==================== block 1
===== config.mk =====
export PLATFORM = sky130hd
export DESIGN_NAME = p_hit_dispatch_flat
export DESIGN_NICKNAME = d
export VERILOG_FILES = /design/src/rtl/p_hit_dispatch_pkg.sv /design/src/rtl/p_hit_dispatch_if.sv /design/src/rtl/p_hit_dispatch.sv /design/src/flat_wrapper.sv
export SDC_FILE = /design/constraint.sdc
export NUM_CORES = 1
export LEC_CHECK = 0
export CAP_MARGIN = 20
export CORE_AREA = 4 4 423 425
export CTS_CLUSTER_DIAMETER = 60
export DETAILED_ROUTE_END_ITERATION = 8
export DIE_AREA = 0 0 427 429
export MAX_ROUTING_LAYER = met4
export PLACE_DENSITY = 0.42
export SYNTH_ARGS = -nofsm -noshare
export SYNTH_HDL_FRONTEND = slang
export SYNTH_SLANG_ARGS = --single-unit

===== constraint.sdc =====
create_clock -name clock -period 2.4 [get_ports clock]
set_input_delay 0.48 -clock clock [delete_from_list [all_inputs] [get_ports clock]]
set_output_delay 0.48 -clock clock [all_outputs]
set_load 0.02 [all_outputs]

===== src/rtl/p_hit_dispatch_pkg.sv =====
// Shared types and constants for the hit-point pipeline front end.
// Holds the record vector type, the lane numbering and the dispatcher state encoding.
package p_hit_pkg;

    typedef logic signed [2:0][31:0] vec3_t;

    localparam int LANE_TRI1 = 0;
    localparam int LANE_TRI2 = 1;
    localparam int LANE_DIR2 = 2;
    localparam int LANE_ORG2 = 3;
    localparam int NUM_LANES = 4;

    typedef enum logic {
        IDLE,
        ISSUE
    } state_t;

endpackage


===== src/rtl/p_hit_dispatch_if.sv =====
// Upstream FWFT FIFO head plus the four downstream lane write ports of p_hit.
// master = the dispatcher, slave = the FIFOs around it.
interface p_hit_dispatch_if;
    import p_hit_pkg::*;

    vec3_t            in_tri_normal;
    vec3_t            in_v0;
    vec3_t            in_origin;
    vec3_t            in_dir;
    logic             in_empty;
    logic             in_rd_en;

    vec3_t            tri_normal_1;
    vec3_t            tri_normal_2;
    vec3_t            v0;
    vec3_t            origin_1;
    vec3_t            origin_2;
    vec3_t            dir_1;
    vec3_t            dir_2;
    logic [3:0]       out_wr_en;
    logic [3:0]       out_full;

    modport master (
        input  in_tri_normal, in_v0, in_origin, in_dir, in_empty, out_full,
        output in_rd_en, tri_normal_1, tri_normal_2, v0, origin_1, origin_2,
               dir_1, dir_2, out_wr_en
    );

    modport slave (
        output in_tri_normal, in_v0, in_origin, in_dir, in_empty, out_full,
        input  in_rd_en, tri_normal_1, tri_normal_2, v0, origin_1, origin_2,
               dir_1, dir_2, out_wr_en
    );

endinterface


===== src/rtl/p_hit_dispatch.sv =====
// Pops one ray/triangle record and writes it once into each of the four p_hit lanes,
// tolerating per-lane backpressure; the next record is popped only once every lane has it.
module p_hit_dispatch
    import p_hit_pkg::*;
#(
    parameter int Q_BITS  = 16,
    parameter int COUNT_W = 32
) (
    input  logic               clock,
    input  logic               reset,
    p_hit_dispatch_if.master   bus,
    output logic               busy,
    output logic [COUNT_W-1:0] dispatched
);

    if (Q_BITS < 0 || Q_BITS > 31) begin : g_bad_q_bits
        $error("Q_BITS must fit inside a 32-bit fixed-point word");
    end

    state_t               state;
    state_t               state_nxt;
    logic [NUM_LANES-1:0] done;
    logic [NUM_LANES-1:0] wr_en;
    logic                 all_done;
    logic                 capture;
    vec3_t                hold_normal;
    vec3_t                hold_v0;
    vec3_t                hold_origin;
    vec3_t                hold_dir;

    // A lane is written in its first free cycle and then masked off until the next record.
    for (genvar g = 0; g < NUM_LANES; g++) begin : g_lane
        assign wr_en[g] = (state == ISSUE) && !done[g] && !bus.out_full[g];
    end

    always_comb begin
        state_nxt = state;
        capture   = 1'b0;
        all_done  = (state == ISSUE) && (&(done | wr_en));
        case (state)
            IDLE: begin
                if (!bus.in_empty) begin
                    capture   = 1'b1;
                    state_nxt = ISSUE;
                end
            end
            ISSUE: begin
                if (all_done) begin
                    if (!bus.in_empty) begin
                        capture = 1'b1;
                    end else begin
                        state_nxt = IDLE;
                    end
                end
            end
            default: state_nxt = IDLE;
        endcase
    end

    // Back-to-back capture in the completing cycle keeps one record per cycle when unstalled.
    always_ff @(posedge clock or negedge reset) begin
        if (!reset) begin
            state       <= IDLE;
            done        <= '0;
            hold_normal <= '0;
            hold_v0     <= '0;
            hold_origin <= '0;
            hold_dir    <= '0;
            dispatched  <= '0;
        end else begin
            state <= state_nxt;
            if (capture) begin
                hold_normal <= bus.in_tri_normal;
                hold_v0     <= bus.in_v0;
                hold_origin <= bus.in_origin;
                hold_dir    <= bus.in_dir;
                done        <= '0;
            end else if (state == ISSUE) begin
                done <= done | wr_en;
            end
            if (all_done) begin
                dispatched <= dispatched + COUNT_W'(1);
            end
        end
    end

    assign bus.in_rd_en     = capture;
    assign bus.out_wr_en    = wr_en;
    assign bus.tri_normal_1 = hold_normal;
    assign bus.tri_normal_2 = hold_normal;
    assign bus.v0           = hold_v0;
    assign bus.origin_1     = hold_origin;
    assign bus.origin_2     = hold_origin;
    assign bus.dir_1        = hold_dir;
    assign bus.dir_2        = hold_dir;
    assign busy             = (state == ISSUE);

endmodule


===== src/flat_wrapper.sv =====
// flat-port wrapper written by rule: the top's interface ports become plain ports
module p_hit_dispatch_flat import p_hit_pkg::*;
#(
    parameter int Q_BITS  = 16,
    parameter int COUNT_W = 32
)
  (clock, reset, busy, dispatched, bus_in_tri_normal, bus_in_v0, bus_in_origin, bus_in_dir, bus_in_empty, bus_out_full, bus_in_rd_en, bus_tri_normal_1, bus_tri_normal_2, bus_v0, bus_origin_1, bus_origin_2, bus_dir_1, bus_dir_2, bus_out_wr_en);
  p_hit_dispatch_if bus_i ();
  input  logic clock;
  input  logic reset;
  output logic busy;
  output logic [COUNT_W-1:0] dispatched;
  input wire logic [$bits(bus_i.in_tri_normal)-1:0] bus_in_tri_normal;
  input wire logic [$bits(bus_i.in_v0)-1:0] bus_in_v0;
  input wire logic [$bits(bus_i.in_origin)-1:0] bus_in_origin;
  input wire logic [$bits(bus_i.in_dir)-1:0] bus_in_dir;
  input wire logic [$bits(bus_i.in_empty)-1:0] bus_in_empty;
  input wire logic [$bits(bus_i.out_full)-1:0] bus_out_full;
  output wire logic [$bits(bus_i.in_rd_en)-1:0] bus_in_rd_en;
  output wire logic [$bits(bus_i.tri_normal_1)-1:0] bus_tri_normal_1;
  output wire logic [$bits(bus_i.tri_normal_2)-1:0] bus_tri_normal_2;
  output wire logic [$bits(bus_i.v0)-1:0] bus_v0;
  output wire logic [$bits(bus_i.origin_1)-1:0] bus_origin_1;
  output wire logic [$bits(bus_i.origin_2)-1:0] bus_origin_2;
  output wire logic [$bits(bus_i.dir_1)-1:0] bus_dir_1;
  output wire logic [$bits(bus_i.dir_2)-1:0] bus_dir_2;
  output wire logic [$bits(bus_i.out_wr_en)-1:0] bus_out_wr_en;
  assign bus_i.in_tri_normal = bus_in_tri_normal;
  assign bus_i.in_v0 = bus_in_v0;
  assign bus_i.in_origin = bus_in_origin;
  assign bus_i.in_dir = bus_in_dir;
  assign bus_i.in_empty = bus_in_empty;
  assign bus_i.out_full = bus_out_full;
  assign bus_in_rd_en = bus_i.in_rd_en;
  assign bus_tri_normal_1 = bus_i.tri_normal_1;
  assign bus_tri_normal_2 = bus_i.tri_normal_2;
  assign bus_v0 = bus_i.v0;
  assign bus_origin_1 = bus_i.origin_1;
  assign bus_origin_2 = bus_i.origin_2;
  assign bus_dir_1 = bus_i.dir_1;
  assign bus_dir_2 = bus_i.dir_2;
  assign bus_out_wr_en = bus_i.out_wr_en;
  p_hit_dispatch #(.Q_BITS(Q_BITS), .COUNT_W(COUNT_W)) u_core (.clock(clock), .reset(reset), .bus(bus_i), .busy(busy), .dispatched(dispatched));
endmodule

Figure 1. Congestion heat map (block 1).
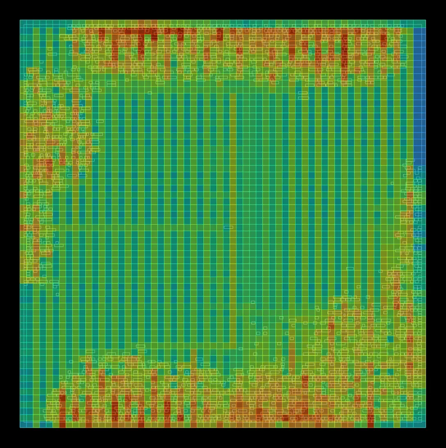
WL/cell: 21.4 um
met1 Usage GRT: 0.136
gr busiest metal: met2

Figure 2. The metal 3 layer (block 1).
Bar = 100 um.
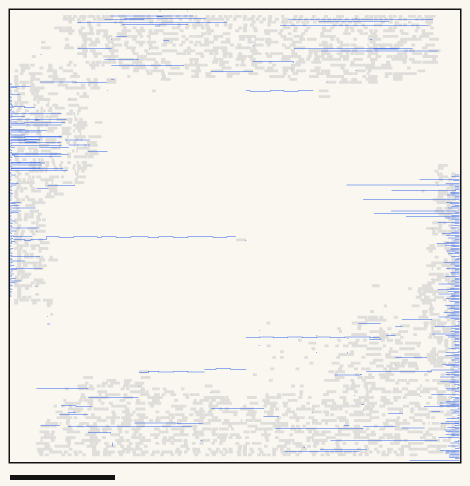
nets with wire on the layer: 392
wire length on this layer: 6410 um
longest straight run: 142 um
main direction: horizontal
share of all routed wire: 6.6%
GR met3 Demand/Resource: 0.0276
via count: 13.2k

==> per-layer routing <==
layer,vias to the layer above,global-route usage,share of wire
met5,-,-,0
met4,0,0.0225,0.014
met3,86,0.0276,0.066
met2,508,0.169,0.48
met1,6784,0.136,0.44
li1,5842,-,-
==> flip-flops by register name, indices dropped and copies added (netlist names) <==
signal,count
u_core.bus.tri_normal_1,96
u_core.bus.dir_1,96
u_core.bus.v0,96
u_core.busy,1
u_core.bus.origin_1,96
u_core.done,4
u_core.dispatched,32
==> flow_metrics.py <==
# Auto-generated metrics
metrics = {
    "run_status": {
        "run_status": "finished, final reports clean",
    },
    "critical_path": {
        "worstPathCellList": "clkdlybuf4s50_1",
        "worst_setup_path_endpoint": "bus_dir_2[28]",
        "crit_arrival_ps": 1850,
        "cp_data_required_time_ps": 1920,
        "cp-end-kind": "output port",
        "worst_setup_path_startpoint": "u_core.bus.dir_1[28]$_DFFE_PN0P_",
        "path_buffers": 1,
        "criticalPathCategory": "register to output port",
        "worst_path_max_delay_cell": "clkdlybuf4s50_1",
        "worst_r2r_startpoint": "u_core.done[2]$_DFFE_PN0P_",
    },
    "power_and_ir_drop": {
        "switching_share": 0.407,
        "power_consumption_uw": 53700,
        "share_clk_of_total_power": 0.191,
        "flop_latch_power_uw": 14900,
        "p_int_uw": 31900,
        "power.net_switching_uw": 21900,
    },
    "synthesis": {
        "netlist_area_mm2": 0.0197,
        "ys_seq_share": 0.536,
        "flop_cell": "dfrtp_1",
        "synth.ff_latch_count": 421,
        "yosys.stat.chipArea_mm2": 0.0197,
        "synth.top_cells.by_area": "dfrtp_1 (54%), mux2_4 (23%), buf_4 (11%), mux2_2 (4.9%), buf_12 (3.1%)",
        "synth.logic.top_family": "multiplexers",
    },
    "clock_network": {
        "cts_resized": 78,
        "post_cts_setup_repair_buffer_count": 0,
        "clk_latency_ps": 650,
        "ctsHoldBuffers": 1,
        "clockBufferDepth": 3,
        "cts_root_buffer": "clkbuf_16",
    },
    "die": {
        "floorplanUtilization": 0.112,
        "die_h_um": 429,
        "ports_placed_on_the_boundary": 1101,
    },
    "timing": {
        "post-route-worst-setup-slack_ps": 69.4,
        "slew_headroom": 0.596,
        "timing.clock.skew_ps": 22.8,
        "report.final.hold_viol_count": 0,
    },
    "run": {
        "max_cap_viol_count": 0,
    },
    "layout": {
        "buf_share": 0.347,
        "seq_area_mm2": 0.0106,
        "n_multi_input_combinational_cell": 498,
        "final_layout_size_suffix_gt1_frac": 0.265,
        "sequential_cell_total": 421,
    },
    "placement": {
        "dpl-instance-area_mm2": 0.0315,
        "globalplace.congestion": 0.823,
    },
    "global_routing": {
        "gr-total-overflow": 0,
    },
}

==================== block 2
Figure 3. Congestion heat map (block 2).
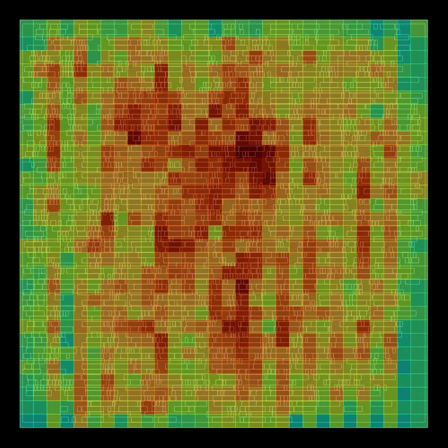
Figure 4. The metal 3 layer (block 2).
Bar = 50 um.
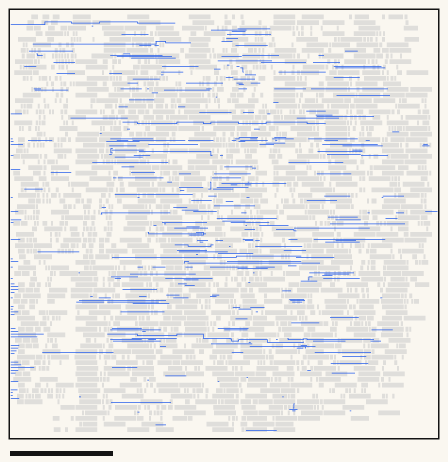
--- config.mk ---
export PLATFORM = sky130hd
export DESIGN_NAME = jam_cost_host_flat
export DESIGN_NICKNAME = d
export VERILOG_FILES = /design/src/rtl/jam_pkg.sv /design/src/rtl/jam_cost_host_if.sv /design/src/rtl/jam_cost_mem.sv /design/src/rtl/jam_cost_host.sv /design/src/flat_wrapper.sv
export SDC_FILE = /design/constraint.sdc
export NUM_CORES = 1
export LEC_CHECK = 0
export ABC_AREA = 1
export CAP_MARGIN = 15
export CELL_PAD_IN_SITES_DETAIL_PLACEMENT = 0
export CELL_PAD_IN_SITES_GLOBAL_PLACEMENT = 1
export CORE_UTILIZATION = 49
export DETAILED_ROUTE_END_ITERATION = 6
export PLACE_DENSITY_LB_ADDON = 0.1
export SLEW_MARGIN = 20
export SYNTH_ARGS = -nofsm -noshare
export SYNTH_HDL_FRONTEND = slang
export SYNTH_SLANG_ARGS = --single-unit
export TNS_END_PERCENT = 20
--- constraint.sdc ---
create_clock -name CLK -period 2.7 [get_ports CLK]
set_clock_uncertainty 0.1 [all_clocks]
set_input_delay 0.54 -clock CLK [delete_from_list [all_inputs] [get_ports CLK]]
set_output_delay 0.54 -clock CLK [all_outputs]
set_load 0.005 [all_outputs]
--- src/rtl/jam_pkg.sv ---
// Shared definitions for the job-assignment cost host.
// Contents:
//   N, COST_W    matrix geometry (N x N entries of COST_W bits)
//   MIN_W/CNT_W  widths of the solver's MinCost / MatchCount results
//   state_t      host FSM encoding
//   idx(W,J)     flat matrix index, worker-major: W*N+J
package jam_pkg;
    localparam int N      = 8;
    localparam int COST_W = 7;
    localparam int MIN_W  = 10;
    localparam int CNT_W  = 4;
    localparam int WJ_W   = $clog2(N);
    localparam int IDX_W  = $clog2(N * N);

    typedef enum logic [1:0] {IDLE, LOAD, RUN, DONE} state_t;

    function automatic logic [IDX_W-1:0] idx(input logic [WJ_W-1:0] w,
                                             input logic [WJ_W-1:0] j);
        return IDX_W'(int'(w) * N + int'(j));
    endfunction
endpackage

--- src/rtl/jam_cost_host_if.sv ---
// Bus between the testbench/solver side and the cost host.
// Signals:
//   ld_valid/ld_ready/ld_data   cost matrix load port (valid/ready)
//   W/J -> Cost                 combinational cost lookup used by the solver
//   Valid/MinCost/MatchCount    solver result
// Modports: master drives loads, lookups and results; slave is the host.
interface jam_cost_host_if;
    import jam_pkg::*;

    logic              ld_valid;
    logic              ld_ready;
    logic [COST_W-1:0] ld_data;
    logic [WJ_W-1:0]   W;
    logic [WJ_W-1:0]   J;
    logic [COST_W-1:0] Cost;
    logic              Valid;
    logic [MIN_W-1:0]  MinCost;
    logic [CNT_W-1:0]  MatchCount;

    modport master (
        output ld_valid, ld_data, W, J, Valid, MinCost, MatchCount,
        input  ld_ready, Cost
    );

    modport slave (
        input  ld_valid, ld_data, W, J, Valid, MinCost, MatchCount,
        output ld_ready, Cost
    );
endinterface

--- src/rtl/jam_cost_mem.sv ---
// Cost matrix register file: one synchronous write port, one combinational
// read port. Contents are not reset.
// Ports:
//   CLK          clock
//   we/waddr/wdata  write port
//   raddr/rdata     asynchronous read port
module jam_cost_mem #(
    parameter int DEPTH = 64,
    parameter int DW    = 7,
    parameter int AW    = $clog2(DEPTH)
) (
    input  logic          CLK,
    input  logic          we,
    input  logic [AW-1:0] waddr,
    input  logic [DW-1:0] wdata,
    input  logic [AW-1:0] raddr,
    output logic [DW-1:0] rdata
);
    logic [DW-1:0] mem [DEPTH];

    always_ff @(posedge CLK) begin
        if (we) begin
            mem[waddr] <= wdata;
        end
    end

    assign rdata = mem[raddr];
endmodule

--- src/rtl/jam_cost_host.sv ---
// Host side of the job-assignment cost interface. Loads an N x N cost matrix,
// holds the solver in reset until matrix and expected results are present,
// serves Cost for the solver's (W,J), then checks the solver's result.
// Ports:
//   CLK, RST                clock, asynchronous active-high reset
//   bus (slave)             load port, cost lookup, solver result
//   exp_valid/exp_min/exp_count  expected-result strobe (IDLE/LOAD only)
//   start                   in DONE: clear results, back to IDLE
//   jam_rst                 reset to the solver, low only in RUN
//   done/pass/fail_min/fail_count/timeout  result flags, held in DONE
//   cycles                  RUN cycles until capture/timeout (saturating)
module jam_cost_host
    import jam_pkg::*;
#(
    parameter int TIMEOUT = 4096,
    parameter int CYC_W   = 16
) (
    input  logic               CLK,
    input  logic               RST,
    jam_cost_host_if.slave     bus,
    input  logic               exp_valid,
    input  logic [MIN_W-1:0]   exp_min,
    input  logic [CNT_W-1:0]   exp_count,
    input  logic               start,
    output logic               jam_rst,
    output logic               done,
    output logic               pass,
    output logic               fail_min,
    output logic               fail_count,
    output logic               timeout,
    output logic [CYC_W-1:0]   cycles
);
    localparam int DEPTH = N * N;
    localparam int PTR_W = $clog2(DEPTH + 1);
    localparam logic [CYC_W-1:0] CYC_LAST = CYC_W'(TIMEOUT - 1);
    localparam logic [CYC_W-1:0] CYC_MAX  = '1;

    state_t            state, state_nxt;
    logic [PTR_W-1:0]  wr_ptr;
    logic              exp_loaded;
    logic [MIN_W-1:0]  exp_min_q;
    logic [CNT_W-1:0]  exp_count_q;
    logic              full, loading, accept, capture, expire;
    logic [COST_W-1:0] rd_data;

    assign full         = (wr_ptr == PTR_W'(DEPTH));
    assign loading      = (state == IDLE) || (state == LOAD);
    assign bus.ld_ready = loading && !full;
    assign accept       = bus.ld_valid && bus.ld_ready;
    assign capture      = (state == RUN) && bus.Valid;
    // A result in the last allowed cycle still counts as a capture.
    assign expire       = (state == RUN) && !bus.Valid && (cycles == CYC_LAST);
    // The solver samples Cost in the same cycle it presents W/J.
    assign bus.Cost     = (state == RUN) ? rd_data : '0;

    jam_cost_mem #(.DEPTH(DEPTH), .DW(COST_W), .AW(IDX_W)) u_mem (
        .CLK   (CLK),
        .we    (accept),
        .waddr (wr_ptr[IDX_W-1:0]),
        .wdata (bus.ld_data),
        .raddr (idx(bus.W, bus.J)),
        .rdata (rd_data)
    );

    always_comb begin
        state_nxt = state;
        case (state)
            IDLE:    if (accept)                 state_nxt = LOAD;
            // Matrix full but no expected values yet: wait here, ld_ready low.
            LOAD:    if (full && exp_loaded)     state_nxt = RUN;
            RUN:     if (capture || expire)      state_nxt = DONE;
            DONE:    if (start)                  state_nxt = IDLE;
            default:                             state_nxt = IDLE;
        endcase
    end

    always_ff @(posedge CLK or posedge RST) begin
        if (RST) begin
            state <= IDLE;
        end else begin
            state <= state_nxt;
        end
    end

    always_ff @(posedge CLK or posedge RST) begin
        if (RST) begin
            jam_rst     <= 1'b1;
            wr_ptr      <= '0;
            exp_loaded  <= 1'b0;
            exp_min_q   <= '0;
            exp_count_q <= '0;
            cycles      <= '0;
            done        <= 1'b0;
            pass        <= 1'b0;
            fail_min    <= 1'b0;
            fail_count  <= 1'b0;
            timeout     <= 1'b0;
        end else begin
            // Registered from next state so the solver leaves reset on the first RUN cycle.
            jam_rst <= (state_nxt != RUN);
            if (accept) begin
                wr_ptr <= wr_ptr + 1'b1;
            end
            if (loading && exp_valid) begin
                exp_min_q   <= exp_min;
                exp_count_q <= exp_count;
                exp_loaded  <= 1'b1;
            end
            case (state)
                LOAD: begin
                    if (state_nxt == RUN) begin
                        cycles <= '0;
                    end
                end
                RUN: begin
                    if (capture) begin
                        done       <= 1'b1;
                        fail_min   <= (bus.MinCost != exp_min_q);
                        fail_count <= (bus.MatchCount != exp_count_q);
                        pass       <= (bus.MinCost == exp_min_q) &&
                                      (bus.MatchCount == exp_count_q);
                    end else if (expire) begin
                        done    <= 1'b1;
                        timeout <= 1'b1;
                    end else if (cycles != CYC_MAX) begin
                        cycles <= cycles + 1'b1;
                    end
                end
                DONE: begin
                    if (start) begin
                        wr_ptr     <= '0;
                        exp_loaded <= 1'b0;
                        cycles     <= '0;
                        done       <= 1'b0;
                        pass       <= 1'b0;
                        fail_min   <= 1'b0;
                        fail_count <= 1'b0;
                        timeout    <= 1'b0;
                    end
                end
                default: ;
            endcase
        end
    end
endmodule

--- src/flat_wrapper.sv ---
// flat-port wrapper written by rule: the top's interface ports become plain ports
module jam_cost_host_flat import jam_pkg::*;
#(
    parameter int TIMEOUT = 4096,
    parameter int CYC_W   = 16
)
  (CLK, RST, exp_valid, exp_min, exp_count, start, jam_rst, done, pass, fail_min, fail_count, timeout, cycles, bus_ld_valid, bus_ld_data, bus_W, bus_J, bus_Valid, bus_MinCost, bus_MatchCount, bus_ld_ready, bus_Cost);
  jam_cost_host_if bus_i ();
  input  logic CLK;
  input  logic RST;
  input  logic exp_valid;
  input  logic [MIN_W-1:0] exp_min;
  input  logic [CNT_W-1:0] exp_count;
  input  logic start;
  output logic jam_rst;
  output logic done;
  output logic pass;
  output logic fail_min;
  output logic fail_count;
  output logic timeout;
  output logic [CYC_W-1:0] cycles;
  input wire logic [$bits(bus_i.ld_valid)-1:0] bus_ld_valid;
  input wire logic [$bits(bus_i.ld_data)-1:0] bus_ld_data;
  input wire logic [$bits(bus_i.W)-1:0] bus_W;
  input wire logic [$bits(bus_i.J)-1:0] bus_J;
  input wire logic [$bits(bus_i.Valid)-1:0] bus_Valid;
  input wire logic [$bits(bus_i.MinCost)-1:0] bus_MinCost;
  input wire logic [$bits(bus_i.MatchCount)-1:0] bus_MatchCount;
  output wire logic [$bits(bus_i.ld_ready)-1:0] bus_ld_ready;
  output wire logic [$bits(bus_i.Cost)-1:0] bus_Cost;
  assign bus_i.ld_valid = bus_ld_valid;
  assign bus_i.ld_data = bus_ld_data;
  assign bus_i.W = bus_W;
  assign bus_i.J = bus_J;
  assign bus_i.Valid = bus_Valid;
  assign bus_i.MinCost = bus_MinCost;
  assign bus_i.MatchCount = bus_MatchCount;
  assign bus_ld_ready = bus_i.ld_ready;
  assign bus_Cost = bus_i.Cost;
  jam_cost_host #(.TIMEOUT(TIMEOUT), .CYC_W(CYC_W)) u_core (.CLK(CLK), .RST(RST), .bus(bus_i), .exp_valid(exp_valid), .exp_min(exp_min), .exp_count(exp_count), .start(start), .jam_rst(jam_rst), .done(done), .pass(pass), .fail_min(fail_min), .fail_count(fail_count), .timeout(timeout), .cycles(cycles));
endmodule
==> flow_metrics.py <==
# Auto-generated metrics
metrics = {
    "timing": {
        "setup_viol_count_final": 7,
        "slew_violations": 0,
        "post-route-worst-setup-slack_ps": -73.8,
        "final_min_period_over_clock_period": 1.03,
    },
    "placement": {
        "dp_cells": 2582,
    },
    "critical_path": {
        "cp_data_required_time_ps": 2060,
        "worst_setup_path_endpoint": "bus_Cost[2]",
        "timing.critical_path.max_delay_family": "buffers and inverters",
    },
    "power_and_ir_drop": {
        "power.sequential.fraction": 0.471,
        "switching_share": 0.263,
    },
    "run_status": {
        "run_status": "finished with violations",
        "failed_checks": "negative setup slack",
    },
    "synthesis": {
        "top_cells_by_count": "nand2_1 (646), edfxtp_1 (448), nand3_1 (416), nor2_1 (106), buf_2 (46)",
        "synth.logic.top_family": "simple AND/OR/NAND/NOR gates",
    },
    "drt": {
        "drt-met1-wl_mm": 25.4,
        "highest-signal-layer": "met4",
    },
    "global_routing": {
        "grt_usage": 0.279,
    },
    "clock_network": {
        "clockBufferDepth": 3,
        "clk_latency_ps": 590,
    },
}
Notes on Figure 3 above:
WL/cell: 22.1 um
met2 track utilization from global routing: 0.462
GR met3 Demand/Resource: 0.0452
share of the core filled with cells: 0.644

Notes on Figure 4 above:
nets with wire on the layer: 193
wire length on this layer: 3780 um
share of all routed wire: 6.2%
longest straight run: 64.4 um
main direction: horizontal

## what timing repair did
item                                    4_1_cts  5_1_grt
pin swaps                                    57       42
cloned                                       14        7
endpoints found under the setup margin        8        8
resized                                     194      112
setup buffers                                45        9
## cells by family after synthesis
logic type / count (synthesis)
xor gates and xnor gates: 17
DFF: 494
and+or+nand+nor: 1200
adders and majority gates: 3
muxes: 8
buffers and inverters: 154
AOI/OAI and AO/OA: 37
## stage by stage
stage	setup slack, ps	total power, uW
finish	-73.8	18900
global route	-127	19500
CTS	-123	18800
detailed placement	-566	11500
global placement	-573	11500
floorplan	316	10400


==> notes/layouts.md <==
Pictures saved along the way, in no particular order.

Logic cells by family.
(a)
Bar = 50 um.
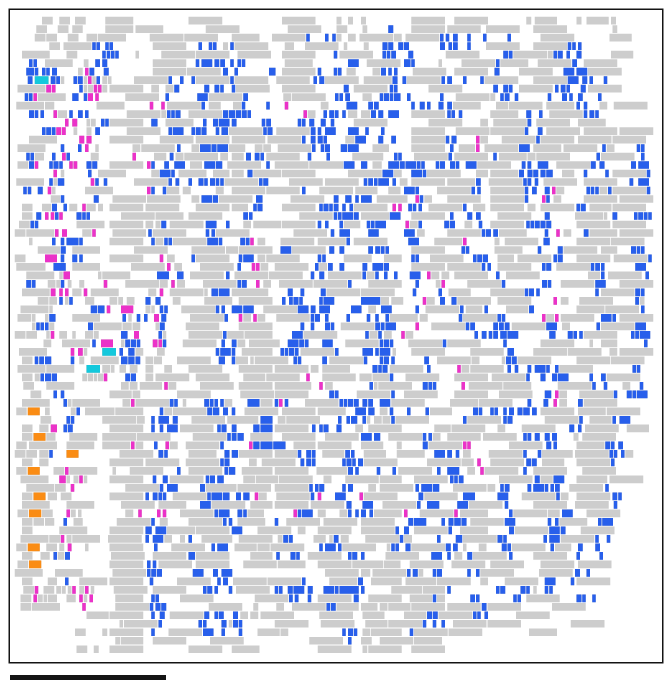
(b)
Bar = 100 um.
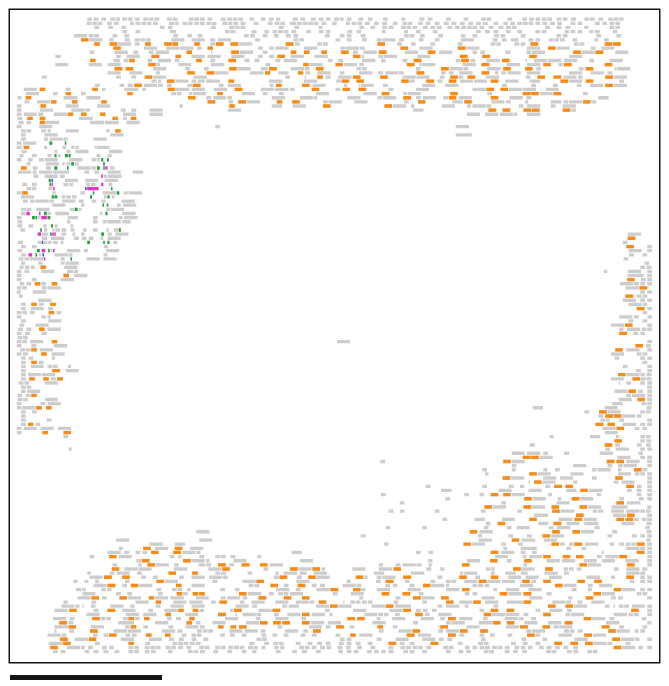
block 2: (a)
block 1: (b)
Of these, largest die: (b)

Key to (b):
[green] NAND gates | cells: 41
[magenta] NOR gates | cells: 16
[orange] multiplexers | cells: 385 | where: all over the die
[blue] inverters | cells: 5 | where: upper left

Power and IR drop assume default switching activity.
